==================== config_loader
### src/rtl/config_pkg.sv
// Shared definitions for the serial configuration loader: state encodings
// and the default width of the connection-block select bus.
package config_pkg;

  localparam int CFG_WIDTH_DEFAULT = 88;

  typedef enum logic [1:0] {
    ST_IDLE   = 2'b00,
    ST_SHIFT  = 2'b01,
    ST_COMMIT = 2'b10,
    ST_DONE   = 2'b11
  } cfg_state_e;

endpackage

### src/rtl/cfg_shift_reg.sv
// Shadow shift register for the configuration bitstream. Each accepted bit
// enters at bit 0 while the displaced MSB is forwarded down the daisy chain.
module cfg_shift_reg #(
  parameter int WIDTH = 88
) (
  input  logic             clk,
  input  logic             rst,
  input  logic             shift_en,
  input  logic             din,
  output logic [WIDTH-1:0] shadow,
  output logic             cfg_out,
  output logic             cfg_out_valid
);

  logic [WIDTH-1:0] shadow_q, shadow_d;
  logic             cfg_out_q, cfg_out_d;
  logic             cfg_out_valid_q, cfg_out_valid_d;

  // Next-state for the shadow word and the forwarded chain bit.
  always_comb begin
    shadow_d        = shadow_q;
    cfg_out_d       = cfg_out_q;
    cfg_out_valid_d = 1'b0;
    if (shift_en) begin
      // Cast keeps the shift legal for WIDTH=1 (no zero-width replication).
      shadow_d        = (shadow_q << 1) | WIDTH'(din);
      cfg_out_d       = shadow_q[WIDTH-1];
      cfg_out_valid_d = 1'b1;
    end else begin
      cfg_out_valid_d = 1'b0;
    end
  end

  // Shadow and chain-output registers with synchronous reset.
  always_ff @(posedge clk) begin
    if (rst) begin
      shadow_q        <= '0;
      cfg_out_q       <= 1'b0;
      cfg_out_valid_q <= 1'b0;
    end else begin
      shadow_q        <= shadow_d;
      cfg_out_q       <= cfg_out_d;
      cfg_out_valid_q <= cfg_out_valid_d;
    end
  end

  assign shadow        = shadow_q;
  assign cfg_out       = cfg_out_q;
  assign cfg_out_valid = cfg_out_valid_q;

endmodule

### src/rtl/config_loader.sv
// Serial configuration loader: shifts WIDTH bits into a shadow register and
// commits them to the select bus c in a single step, so c never shows a
// partially loaded word.
module config_loader
  import config_pkg::*;
#(
  parameter int WIDTH = CFG_WIDTH_DEFAULT,
  parameter int CW    = $clog2(WIDTH + 1)
) (
  input  logic             clk,
  input  logic             rst,
  input  logic             cfg_start,
  input  logic             cfg_in,
  input  logic             cfg_valid,
  output logic             cfg_ready,
  output logic             cfg_out,
  output logic             cfg_out_valid,
  output logic [WIDTH-1:0] c,
  output logic             busy,
  output logic             done
);

  localparam logic [CW-1:0] LAST_IDX = CW'(WIDTH - 1);
  localparam logic [CW-1:0] FULL_CNT = CW'(WIDTH);

  cfg_state_e       state_q, state_d;
  logic [CW-1:0]    cnt_q, cnt_d;
  logic [WIDTH-1:0] c_q, c_d;
  logic             ready_q, ready_d;
  logic             busy_q, busy_d;
  logic             done_q, done_d;
  logic             accept_s;
  logic [WIDTH-1:0] shadow_s;

  cfg_shift_reg #(.WIDTH(WIDTH)) u_shift (
    .clk           (clk),
    .rst           (rst),
    .shift_en      (accept_s),
    .din           (cfg_in),
    .shadow        (shadow_s),
    .cfg_out       (cfg_out),
    .cfg_out_valid (cfg_out_valid)
  );

  // Next-state, bit counter and commit logic; status flags follow the next state.
  always_comb begin
    state_d  = state_q;
    cnt_d    = cnt_q;
    c_d      = c_q;
    accept_s = 1'b0;
    case (state_q)
      ST_IDLE: begin
        if (cfg_start) begin
          state_d = ST_SHIFT;
          cnt_d   = '0;
        end else begin
          state_d = ST_IDLE;
        end
      end
      ST_SHIFT: begin
        // A restart wins over a coincident bit: that bit is dropped.
        if (cfg_start) begin
          cnt_d = '0;
        end else if (cfg_valid) begin
          accept_s = 1'b1;
          if (cnt_q == LAST_IDX) begin
            cnt_d   = FULL_CNT;
            state_d = ST_COMMIT;
          end else begin
            cnt_d = cnt_q + CW'(1);
          end
        end else begin
          cnt_d = cnt_q;
        end
      end
      ST_COMMIT: begin
        c_d     = shadow_s;
        state_d = ST_DONE;
      end
      ST_DONE: begin
        if (cfg_start) begin
          state_d = ST_SHIFT;
          cnt_d   = '0;
        end else begin
          state_d = ST_DONE;
        end
      end
      default: begin
        state_d = ST_IDLE;
        cnt_d   = '0;
      end
    endcase
    ready_d = (state_d == ST_SHIFT);
    busy_d  = (state_d == ST_SHIFT) || (state_d == ST_COMMIT);
    done_d  = (state_d == ST_DONE);
  end

  // State, counter, committed word and status registers.
  always_ff @(posedge clk) begin
    if (rst) begin
      state_q <= ST_IDLE;
      cnt_q   <= '0;
      c_q     <= '0;
      ready_q <= 1'b0;
      busy_q  <= 1'b0;
      done_q  <= 1'b0;
    end else begin
      state_q <= state_d;
      cnt_q   <= cnt_d;
      c_q     <= c_d;
      ready_q <= ready_d;
      busy_q  <= busy_d;
      done_q  <= done_d;
    end
  end

  assign cfg_ready = ready_q;
  assign c         = c_q;
  assign busy      = busy_q;
  assign done      = done_q;

endmodule

### config.mk
export PLATFORM = sky130hd
export DESIGN_NAME = config_loader
export DESIGN_NICKNAME = d
export VERILOG_FILES = /design/src/rtl/config_pkg.sv /design/src/rtl/cfg_shift_reg.sv /design/src/rtl/config_loader.sv
export SDC_FILE = /design/constraint.sdc
export NUM_CORES = 1
export LEC_CHECK = 0
export ABC_CLOCK_PERIOD_IN_PS = 1900
export CAP_MARGIN = 30
export CORE_MARGIN = 5
export CORE_UTILIZATION = 40
export DETAILED_ROUTE_END_ITERATION = 10
export PLACE_DENSITY_LB_ADDON = 0.3
export SYNTH_ARGS = -nofsm -noshare
export SYNTH_HDL_FRONTEND = slang
export SYNTH_SLANG_ARGS = --single-unit
export TNS_END_PERCENT = 10
### constraint.sdc
create_clock -name clk -period 1.9 [get_ports clk]
set_input_delay 0.19 -clock clk [delete_from_list [all_inputs] [get_ports clk]]
set_output_delay 0.19 -clock clk [all_outputs]
set_load 0.03 [all_outputs]
Fig. 1: config_loader, placed cells, one colour a class
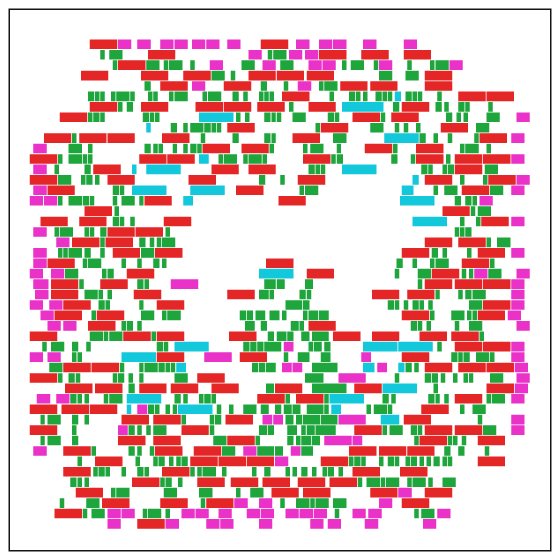
class	colour	cells	share of their area
remaining logic cells	green	513	34%
registers	red	190	46%
clock drivers and dummy loads	cyan	31	6.5%
remaining buffers and delay cells	magenta	113	14%
num rows: 47
sequential share of cell area: 0.443
Core ar.: 16,700 µm²
Layout Utilization: 0.515
Layout Cell Area excl Fill: 8600 µm²

==> flow_metrics.tcl <==
# place-and-route summary
set metrics [dict create \
    use_met3 0.0318 \
    clk_pin_slew_worst_paths_ns 0.07 \
    clk_path_buf_depth 2 \
    cts_hold_buf 0 \
    fin_ws_ns 0.122 \
    powerSeq_mw 3.99 \
    p_clk_mw 3.28 \
    cts.repair.resized 1 \
    synth.cellmix.compoundShare 0.0871 \
    grt_use_met1 0.184 \
    antenna_left 0 \
    clkPwrFrac 0.439 \
    cp.arrival_ns 2.12 \
    comb_power_uw 201 \
    signal_buffers 113 \
    first_global_vias 4816 \
    logic_area_um2 2800 \
    drc 0 \
    ys_ff 190 \
    ff_count 190 \
    dp.cells 1036 \
    crit_path_end_kind "register" \
    ir_worst_vdd_v 0.000591 \
    ys_types 36 \
    numPortBuffers 97 \
    crit_fanout 6 \
    layout_top_cells "dfxtp_1, nand2_1, clkdlybuf4s50_1" \
    fmax_ghz 0.562 \
    num-nets-final 846 \
    wl_met3_um 442 \
    cp_num_buf_inv 1 \
    grt_overflow 0 \
    status "finished clean" \
    report.final.slew_viol_count 0 \
    top_cells_by_area "dfxtp_1, mux2i_1, nand2_1, a21oi_1, nor2_1" \
    nClkBuffers 21 \
    fp-utilization 0.410 \
    fin_total_pwr_mw 7.48 \
    ys_sh_adder 0.0110 \
    cts.sinks 190 \
    seq_area_um2 3800 \
    fin_tns_setup_ns 0 \
    final_cells 1067 \
    clock.latency.late_pin_ns 0.41 \
    top_cell "dfxtp_1" \
    min_path_type "in -> reg" \
    yosysWarnings 0 \
    holdWs_ns 0.146 \
    warning_count 29 \
    logic_family "simple AND/OR/NAND/NOR gates" \
    skew_ns 0.00526 \
    tritoncts "built" \
    synthToLayoutAreaGrowth_pct 25.5 \
    worstPathCellList "inv_1, ha_1, a2111oi_2, nor3_1, ha_1, nor2_1" \
    min_to "c[64]" \
    inverters 5 \
]
Fig. 2: config_loader, routed metal, one colour a layer
The bar under the picture is 50 µm long.
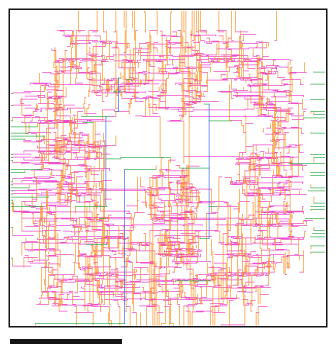
layer	colour	wire length
M3	green	442 µm
M2	orange	6,160 µm
M1	magenta	6,700 µm
M4	blue	184 µm
vias: 5,069
Routed WL: 13,500 µm
GRT Util Overall: 0.139
routed len/inst: 12.6 µm


==================== mc_ctrl_fsm
Fig. 3: mc_ctrl_fsm, placed cells, one colour a class
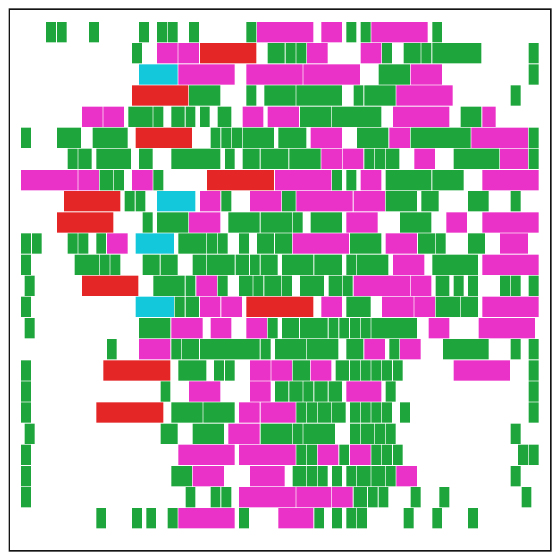
Fig. 4: mc_ctrl_fsm, routed metal, one colour a layer
The bar under the picture is 20 µm long.
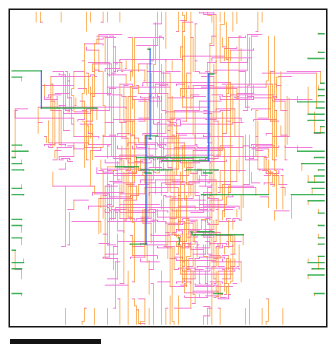
<file path="src/rtl/mc_ctrl_fsm.sv">
// Multicycle RV32I control FSM with a mem_ready wait-state handshake, JALR,
// a sticky trap state (illegal opcode / bus timeout) and optional
// performance counters enabled by defining MC_FSM_PERF_CNT_EN.
module mc_ctrl_fsm #(
    parameter int unsigned TIMEOUT_CYC = 15,
    parameter int unsigned TO_W        = 4,
    parameter int unsigned CNT_W       = 32
) (
    input  logic             clock,
    input  logic             reset,
    input  logic [4:0]       opcode,
    input  logic             Flag,
    input  logic             mem_ready,
    output logic [1:0]       ALU_Op,
    output logic             operand_sel,
    output logic             wrt_en,
    output logic             wrt_add_sel,
    output logic [2:0]       wrt_data_sel,
    output logic [1:0]       branch,
    output logic             PC_Write,
    output logic             IR_Write,
    output logic             Mem_rd,
    output logic             Mem_wr,
    output logic             IorD,
    output logic             trap,
    output logic [1:0]       trap_cause,
    output logic [3:0]       state_o,
    output logic [CNT_W-1:0] cycle_cnt,
    output logic [CNT_W-1:0] retire_cnt
);

    typedef enum logic [3:0] {
        S_IF     = 4'd0,
        S_ID     = 4'd1,
        S_EX_S   = 4'd2,
        S_EX_R   = 4'd3,
        S_EX_I   = 4'd4,
        S_EX_B   = 4'd5,
        S_EX_J   = 4'd6,
        S_MEM_LD = 4'd7,
        S_MEM_ST = 4'd8,
        S_WB_LD  = 4'd9,
        S_WB_REG = 4'd10,
        S_WB_UI  = 4'd11,
        S_EX_JR  = 4'd12,
        S_TRAP   = 4'd13
    } state_t;

    localparam logic [4:0] OP_LOAD  = 5'b00000;
    localparam logic [4:0] OP_STORE = 5'b01000;
    localparam logic [4:0] OP_ARITH = 5'b01100;
    localparam logic [4:0] OP_IMM   = 5'b00100;
    localparam logic [4:0] OP_BR    = 5'b11000;
    localparam logic [4:0] OP_JAL   = 5'b11011;
    localparam logic [4:0] OP_JALR  = 5'b11001;
    localparam logic [4:0] OP_LUI   = 5'b01101;
    localparam logic [4:0] OP_AUIPC = 5'b00101;

    localparam logic [1:0] CAUSE_ILL = 2'b01;
    localparam logic [1:0] CAUSE_BUS = 2'b10;

    localparam logic [TO_W-1:0] TO_LAST =
        (TIMEOUT_CYC == 0) ? '0 : TO_W'(TIMEOUT_CYC - 1);

    state_t          state, next_state;
    logic [1:0]      cause_q, next_cause;
    logic [TO_W-1:0] wait_cnt;
    logic            waiting;
    logic            timeout;

    // Next-state, trap cause and bus-timeout detection
    always_comb begin
        next_state = state;
        next_cause = cause_q;
        waiting    = 1'b0;
        case (state)
            S_IF: begin
                waiting = 1'b1;
                if (mem_ready) next_state = S_ID;
            end
            S_ID: begin
                case (opcode)
                    OP_ARITH:           next_state = S_EX_R;
                    OP_IMM:             next_state = S_EX_I;
                    OP_LOAD, OP_STORE:  next_state = S_EX_S;
                    OP_BR:              next_state = S_EX_B;
                    OP_JAL:             next_state = S_EX_J;
                    OP_JALR:            next_state = S_EX_JR;
                    OP_LUI, OP_AUIPC:   next_state = S_WB_UI;
                    default: begin
                        next_state = S_TRAP;
                        next_cause = CAUSE_ILL;
                    end
                endcase
            end
            S_EX_R, S_EX_I: next_state = S_WB_REG;
            S_EX_S:         next_state = (opcode == OP_LOAD) ? S_MEM_LD : S_MEM_ST;
            S_MEM_LD: begin
                waiting = 1'b1;
                if (mem_ready) next_state = S_WB_LD;
            end
            S_MEM_ST: begin
                waiting = 1'b1;
                if (mem_ready) next_state = S_IF;
            end
            S_EX_B, S_EX_J, S_EX_JR,
            S_WB_LD, S_WB_REG, S_WB_UI: next_state = S_IF;
            S_TRAP:         next_state = S_TRAP;
            default:        next_state = S_IF;
        endcase
        // A completing access in the last allowed cycle still wins over the timeout
        timeout = (TIMEOUT_CYC != 0) && waiting && !mem_ready && (wait_cnt == TO_LAST);
        if (timeout) begin
            next_state = S_TRAP;
            next_cause = CAUSE_BUS;
        end
    end

    // State, trap cause and wait counter registers
    always_ff @(posedge clock) begin
        if (reset) begin
            state    <= S_IF;
            cause_q  <= '0;
            wait_cnt <= '0;
        end else begin
            state   <= next_state;
            cause_q <= next_cause;
            if (next_state != state)
                wait_cnt <= '0;
            else if (waiting && !mem_ready)
                wait_cnt <= wait_cnt + 1'b1;
        end
    end

    // Control decode from present state; everything forced low during reset
    always_comb begin
        ALU_Op       = '0;
        operand_sel  = 1'b0;
        wrt_en       = 1'b0;
        wrt_add_sel  = 1'b0;
        wrt_data_sel = '0;
        branch       = '0;
        PC_Write     = 1'b0;
        IR_Write     = 1'b0;
        Mem_rd       = 1'b0;
        Mem_wr       = 1'b0;
        IorD         = 1'b0;
        trap         = 1'b0;
        if (!reset) begin
            case (state)
                S_IF: begin
                    Mem_rd   = 1'b1;
                    IorD     = 1'b1;
                    IR_Write = mem_ready;
                end
                S_EX_R: ALU_Op = 2'b10;
                S_EX_I: begin
                    ALU_Op      = 2'b10;
                    operand_sel = 1'b1;
                end
                S_EX_S: begin
                    ALU_Op      = 2'b01;
                    operand_sel = 1'b1;
                end
                S_EX_B: begin
                    ALU_Op   = 2'b11;
                    PC_Write = 1'b1;
                    branch   = Flag ? 2'b01 : 2'b00;
                end
                S_EX_J: begin
                    wrt_en       = 1'b1;
                    wrt_data_sel = 3'b100;
                    branch       = 2'b10;
                    PC_Write     = 1'b1;
                end
                // Link is PC+4 from the unmodified PC, so rs1==rd is safe
                S_EX_JR: begin
                    ALU_Op       = 2'b01;
                    operand_sel  = 1'b1;
                    wrt_en       = 1'b1;
                    wrt_data_sel = 3'b100;
                    branch       = 2'b11;
                    PC_Write     = 1'b1;
                end
                S_MEM_LD: Mem_rd = 1'b1;
                S_MEM_ST: begin
                    Mem_wr   = 1'b1;
                    PC_Write = mem_ready;
                end
                S_WB_LD: begin
                    wrt_en       = 1'b1;
                    wrt_data_sel = 3'b001;
                    PC_Write     = 1'b1;
                end
                S_WB_REG: begin
                    wrt_en   = 1'b1;
                    PC_Write = 1'b1;
                end
                S_WB_UI: begin
                    wrt_en       = 1'b1;
                    PC_Write     = 1'b1;
                    wrt_data_sel = (opcode == OP_LUI) ? 3'b010 : 3'b011;
                end
                S_TRAP: trap = 1'b1;
                default: ;
            endcase
        end
    end

    assign state_o    = reset ? '0 : state;
    assign trap_cause = reset ? '0 : cause_q;

`ifdef MC_FSM_PERF_CNT_EN
    logic [CNT_W-1:0] cycle_q, retire_q;

    // Free-running cycle and retired-instruction counters
    always_ff @(posedge clock) begin
        if (reset) begin
            cycle_q  <= '0;
            retire_q <= '0;
        end else begin
            cycle_q <= cycle_q + 1'b1;
            if (PC_Write) retire_q <= retire_q + 1'b1;
        end
    end

    assign cycle_cnt  = reset ? '0 : cycle_q;
    assign retire_cnt = reset ? '0 : retire_q;
`else
    assign cycle_cnt  = '0;
    assign retire_cnt = '0;
`endif

endmodule

</file>
<file path="config.mk">
export PLATFORM = sky130hd
export DESIGN_NAME = mc_ctrl_fsm
export DESIGN_NICKNAME = d
export VERILOG_FILES = /design/src/rtl/mc_ctrl_fsm.sv
export SDC_FILE = /design/constraint.sdc
export NUM_CORES = 1
export LEC_CHECK = 0
export ABC_AREA = 1
export CAP_MARGIN = 25
export CORE_UTILIZATION = 34
export DETAILED_ROUTE_END_ITERATION = 7
export HOLD_SLACK_MARGIN = 0.06
export PLACE_DENSITY = 0.75
export SKIP_CTS_REPAIR_TIMING = 1
export SYNTH_ARGS = -nofsm -noshare
export SYNTH_HDL_FRONTEND = slang
export SYNTH_SLANG_ARGS = --single-unit
</file>
<file path="constraint.sdc">
create_clock -name clock -period 1.3 [get_ports clock]
set_input_delay 0.13 -clock clock [delete_from_list [all_inputs] [get_ports clock]]
set_output_delay 0.13 -clock clock [all_outputs]
set_load 0.1 [all_outputs]
</file>
==> flow_metrics.tcl <==
# place-and-route summary
set metrics [dict create \
    min_to "state[1]" \
    netlist_instances 262 \
    grt_overflow 0 \
    seq_area_frac_synth 0.129 \
    yosysWarnings 0 \
    slowest_stage "dfxtp_4" \
    powerDensity_nw_per_um2 1290 \
    cts.sinks 10 \
    top_area_cell "buf_4" \
    netlist_area_um2 1550 \
    crit_type "reg -> out" \
    fin_total_pwr_mw 3.61 \
    avgSynthCellArea_um2 5.91 \
    dominant_cells "combinational gates" \
    synthXorXnorAreaFrac 0.0170 \
    critPathMaxStageDelay_ns 0.39 \
    violations "negative setup slack" \
    timing.rr.start "state[1]" \
    grt_max_degree 12 \
    drt_iter0_markers 94 \
    start_kind "register" \
    dieArea_um2 4830 \
    fin_ws_ns -0.373 \
    detailed_place_hpwl_um 3360 \
    worst-r2r-cell-count 10 \
    mostFrequentLayoutCell "conb_1" \
    worstPathCellList "buf_6, nor2_4, buf_4, nand3_1, a31oi_4, buf_12" \
    synth-main-ff-cell "dfxtp_1" \
    endpoint "PC_Write" \
    status "finished with violations" \
    drv_cap 0 \
    numPortBuffers 29 \
    hold_viol 0 \
    grt_pass1_wl_um 6290 \
    cts_buffers 3 \
    min-delay-start "reset" \
    synth.cellmix.compoundShare 0.0598 \
    cp_num_buf_inv 3 \
    min_path_type "in -> reg" \
    seq_area_um2 215 \
    setup_violations 27 \
    grt_setup_unrepaired "yes" \
    use_met3 0.0160 \
    wl_per_cell_um 11.5 \
    ys_sh_adder 0.0162 \
    nClkBuffers 4 \
]
About Fig. 3:
class	colour	cells	share of their area
clock drivers and dummy loads	cyan	4	2.0%
remaining buffers and delay cells	magenta	84	37%
remaining logic cells	green	248	53%
registers	red	10	7.9%
sequential share of cell area: 0.0768
Layout Utilization: 0.643
Core ar.: 4350 µm²
num rows: 24

About Fig. 4:
layer	colour	wire length
M3	green	218 µm
M2	orange	2,550 µm
M1	magenta	1,740 µm
M4	blue	70.7 µm
Routed WL: 4580 µm
GRT Util Overall: 0.158


==================== pipelined_subtractor
## config.mk

```make
export PLATFORM = sky130hd
export DESIGN_NAME = pipelined_subtractor
export DESIGN_NICKNAME = d
export VERILOG_FILES = /design/src/rtl/pipelined_arith_pkg.sv /design/src/rtl/sub_chunk_stage.sv /design/src/rtl/pipelined_subtractor.sv
export SDC_FILE = /design/constraint.sdc
export NUM_CORES = 1
export LEC_CHECK = 0
export CORE_MARGIN = 3
export CORE_UTILIZATION = 30
export DETAILED_ROUTE_END_ITERATION = 10
export GPL_ROUTABILITY_DRIVEN = 0
export PLACE_DENSITY = 0.47
export SLEW_MARGIN = 0
export SYNTH_ARGS = -nofsm -noshare
export SYNTH_HDL_FRONTEND = slang
export SYNTH_SLANG_ARGS = --single-unit
```

## constraint.sdc

```tcl
create_clock -name clk -period 5.9 [get_ports clk]
set_input_delay 0.885 -clock clk [delete_from_list [all_inputs] [get_ports clk]]
set_output_delay 0.885 -clock clk [all_outputs]
set_load 0.005 [all_outputs]
```

## src/rtl/pipelined_arith_pkg.sv

```systemverilog
// Shared types and defaults for the pipelined adder/subtractor pair.
// Operand bundles and result bundles used across the arithmetic pipeline.
package pipelined_arith_pkg;

    localparam int ARITH_WIDTH  = 32;
    localparam int ARITH_STAGES = 4;

    typedef struct packed {
        logic [ARITH_WIDTH-1:0] a;
        logic [ARITH_WIDTH-1:0] b;
        logic                   bin;
    } arith_op_t;

    typedef struct packed {
        logic [ARITH_WIDTH-1:0] diff;
        logic                   bout;
        logic                   ovf;
    } sub_res_t;

endpackage

```

## src/rtl/sub_chunk_stage.sv

```systemverilog
// One registered borrow slice: resolves diff chunk K from the skewed operands.
// Operands and resolved diff chunks ride along so later slices see them.
module sub_chunk_stage #(
    parameter int WIDTH = 32,
    parameter int CHUNK = 8,
    parameter int K     = 0
) (
    input  logic             clk,
    input  logic             rst,
    input  logic             en,
    input  logic             valid_prev,
    input  logic [WIDTH-1:0] a_prev,
    input  logic [WIDTH-1:0] b_prev,
    input  logic [WIDTH-1:0] diff_prev,
    input  logic             brw_prev,
    output logic             valid,
    output logic [WIDTH-1:0] a,
    output logic [WIDTH-1:0] b,
    output logic [WIDTH-1:0] diff,
    output logic             brw
);

    localparam int LO = K * CHUNK;

    logic [CHUNK:0]   sum;
    logic [WIDTH-1:0] diff_nxt;

    // a - b - borrow == a + ~b + !borrow; carry-out set means no borrow
    always_comb begin
        sum = {1'b0, a_prev[LO +: CHUNK]}
            + {1'b0, ~b_prev[LO +: CHUNK]}
            + {{CHUNK{1'b0}}, !brw_prev};
        diff_nxt = diff_prev;
        diff_nxt[LO +: CHUNK] = sum[CHUNK-1:0];
    end

    always_ff @(posedge clk) begin
        if (rst) begin
            valid <= 1'b0;
            a     <= '0;
            b     <= '0;
            diff  <= '0;
            brw   <= 1'b0;
        end else if (en) begin
            valid <= valid_prev;
            a     <= a_prev;
            b     <= b_prev;
            diff  <= diff_nxt;
            brw   <= !sum[CHUNK];
        end
    end

endmodule

```

## src/rtl/pipelined_subtractor.sv

```systemverilog
// Pipelined a - b - bin with borrow-out and signed overflow.
// The last slice doubles as the output register; one global enable stalls all.
module pipelined_subtractor
    import pipelined_arith_pkg::*;
#(
    parameter int WIDTH  = ARITH_WIDTH,
    parameter int STAGES = ARITH_STAGES
) (
    input  logic             clk,
    input  logic             rst,
    input  logic             in_valid,
    output logic             in_ready,
    input  logic [WIDTH-1:0] a,
    input  logic [WIDTH-1:0] b,
    input  logic             bin,
    output logic             out_valid,
    input  logic             out_ready,
    output logic [WIDTH-1:0] diff,
    output logic             bout,
    output logic             ovf
);

    localparam int CHUNK = WIDTH / STAGES;

    if (WIDTH % STAGES != 0) begin : g_bad_split
        $error("WIDTH must be a multiple of STAGES");
    end

    logic                         en;
    logic [STAGES:0]              v;
    logic [STAGES:0]              br;
    logic [STAGES:0][WIDTH-1:0]   sa;
    logic [STAGES:0][WIDTH-1:0]   sb;
    logic [STAGES:0][WIDTH-1:0]   sd;
    logic                         unused_bits;

    assign en       = !out_valid || out_ready;
    assign in_ready = en;

    assign v[0]  = in_valid;
    assign sa[0] = a;
    assign sb[0] = b;
    assign sd[0] = '0;
    assign br[0] = bin;

    for (genvar k = 0; k < STAGES; k++) begin : g_stage
        sub_chunk_stage #(
            .WIDTH(WIDTH),
            .CHUNK(CHUNK),
            .K    (k)
        ) u_stage (
            .clk       (clk),
            .rst       (rst),
            .en        (en),
            .valid_prev(v[k]),
            .a_prev    (sa[k]),
            .b_prev    (sb[k]),
            .diff_prev (sd[k]),
            .brw_prev  (br[k]),
            .valid     (v[k+1]),
            .a         (sa[k+1]),
            .b         (sb[k+1]),
            .diff      (sd[k+1]),
            .brw       (br[k+1])
        );
    end

    assign out_valid = v[STAGES];
    assign diff      = sd[STAGES];
    assign bout      = br[STAGES];
    assign ovf       = (sa[STAGES][WIDTH-1] != sb[STAGES][WIDTH-1])
                    && (sd[STAGES][WIDTH-1] != sa[STAGES][WIDTH-1]);

    // Only the operand sign bits are needed past the last slice
    assign unused_bits = ^{sa[STAGES][WIDTH-2:0], sb[STAGES][WIDTH-2:0]};

endmodule

```

Fig. 5: pipelined_subtractor, routed metal, one colour a layer
The bar under the picture is 50 µm long.
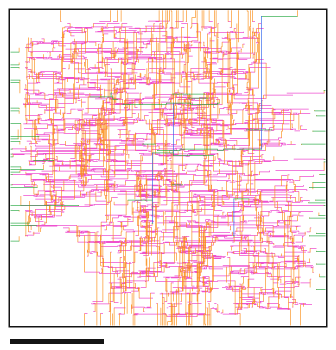
layer	colour	wire length
M1	magenta	10,500 µm
M2	orange	8,280 µm
M4	blue	154 µm
M3	green	550 µm
GRT Util Overall: 0.137
Routed WL: 19,500 µm
routed len/inst: 13.9 µm

==> flow_metrics.tcl <==
# place-and-route summary
set metrics [dict create \
    grt_overflow 0 \
    antenna_found_initial 0 \
    r2r-end "g_stage[1].u_stage.brw" \
    first_global_vias 6184 \
    ff_count 186 \
    comb_share 0.381 \
    seq-cell-share 0.384 \
    fin_tns_setup_ns 0 \
    netlist_area_um2 7900 \
    busiest_layer "met1" \
    yosysWarnings 0 \
    timing.rr.start "g_stage[0].u_stage.brw" \
    synthXorXnorAreaFrac 0.00444 \
    die_w_um 168 \
    netSwitchingPower_uw 799 \
    switching_share 0.272 \
    cts_hold_buf 0 \
    slew_headroom 0.300 \
    path_depth 4 \
    fin_total_pwr_mw 2.94 \
    seq_power_share 0.474 \
    clk_pin_slew_worst_paths_ns 0.07 \
    via_per_inst 4.64 \
    grt_setup_unrepaired "no" \
    synthArstFlopShare 0 \
    ir_worst_vdd_v 0.000158 \
    status "finished clean" \
    worst-r2r-cell-count 7 \
    powerDensity_nw_per_um2 303 \
    crit_fanout 48 \
    regMostFlops "g_stage.u_stage.diff" \
    ys_sh_adder 0.0646 \
    drc 0 \
    endpoint "in_ready" \
    use_met3 0.0268 \
    holdWs_ns 0.450 \
    regToRegSetupSlack_ns 3.63 \
    skew_ns 0.0116 \
    wl_met3_um 550 \
    synthToLayoutAreaGrowth_pct 22.8 \
    power_leakage_nw 3.72 \
    yosys_area_um2 7900 \
    common_cells "nand2_1, a21oi_1, dfxtp_1, inv_1, buf_2" \
    ys_sh_simple 0.210 \
    largest_reg_flops 80 \
    htreeDepth 4 \
    finalClockPeriodUsage 0.546 \
    fin_ws_ns 2.68 \
    p_comb_frac 0.125 \
    layout_top_cells "nand2_1, a21oi_1, dfxtp_1" \
    num-nets-final 1168 \
    n_fill_cell 2736 \
    warning_count 30 \
]
Fig. 6: pipelined_subtractor, placed cells, one colour a class
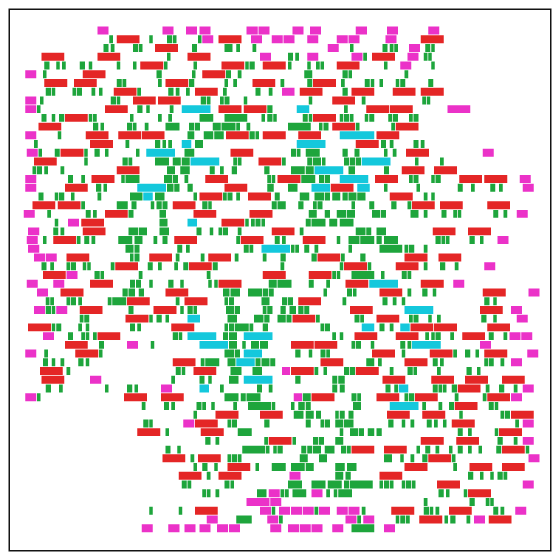
class	colour	cells	share of their area
clock drivers and dummy loads	cyan	31	6.5%
remaining logic cells	green	750	42%
remaining buffers and delay cells	magenta	108	12%
registers	red	186	40%
num rows: 58
Layout Utilization: 0.380
Layout Cell Area excl Fill: 9690 µm²



==> gallery <==
Routed metal per tile.
shot_01.png
The bar under the picture is 20 µm long. 14 x 14 tiles, from dark blue (low) to red (high), scaled to the fullest tile. Values are wire area over tile area, all layers added.
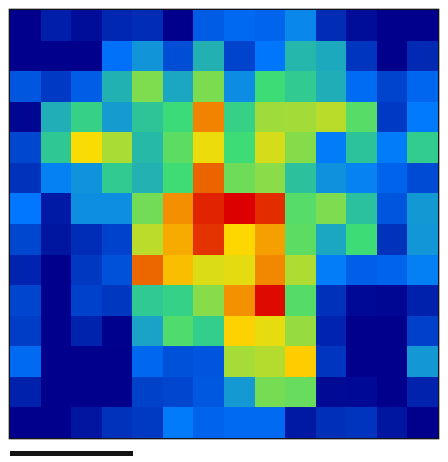
shot_02.png
The bar under the picture is 50 µm long. 28 x 28 tiles, from dark blue (low) to red (high), scaled to the fullest tile. Values are wire area over tile area, all layers added.
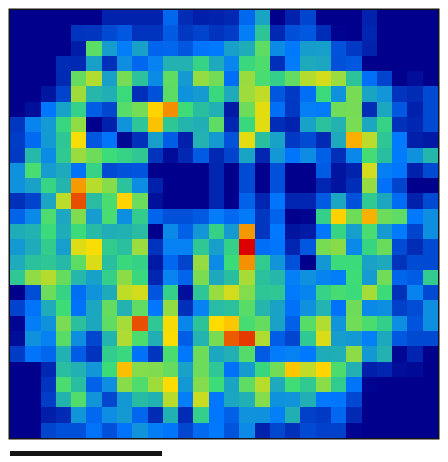
shot_03.png
The bar under the picture is 50 µm long. 34 x 34 tiles, from dark blue (low) to red (high), scaled to the fullest tile. Values are wire area over tile area, all layers added.
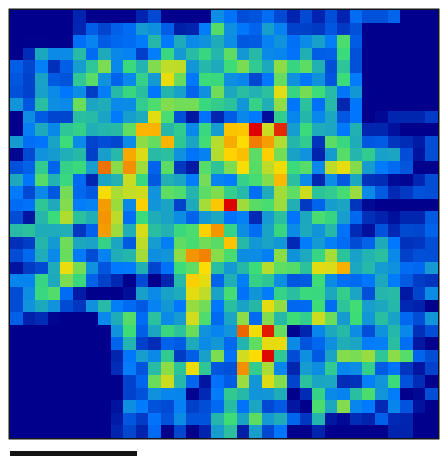
shot_02.png is config_loader.
shot_01.png is mc_ctrl_fsm.
shot_03.png is pipelined_subtractor.

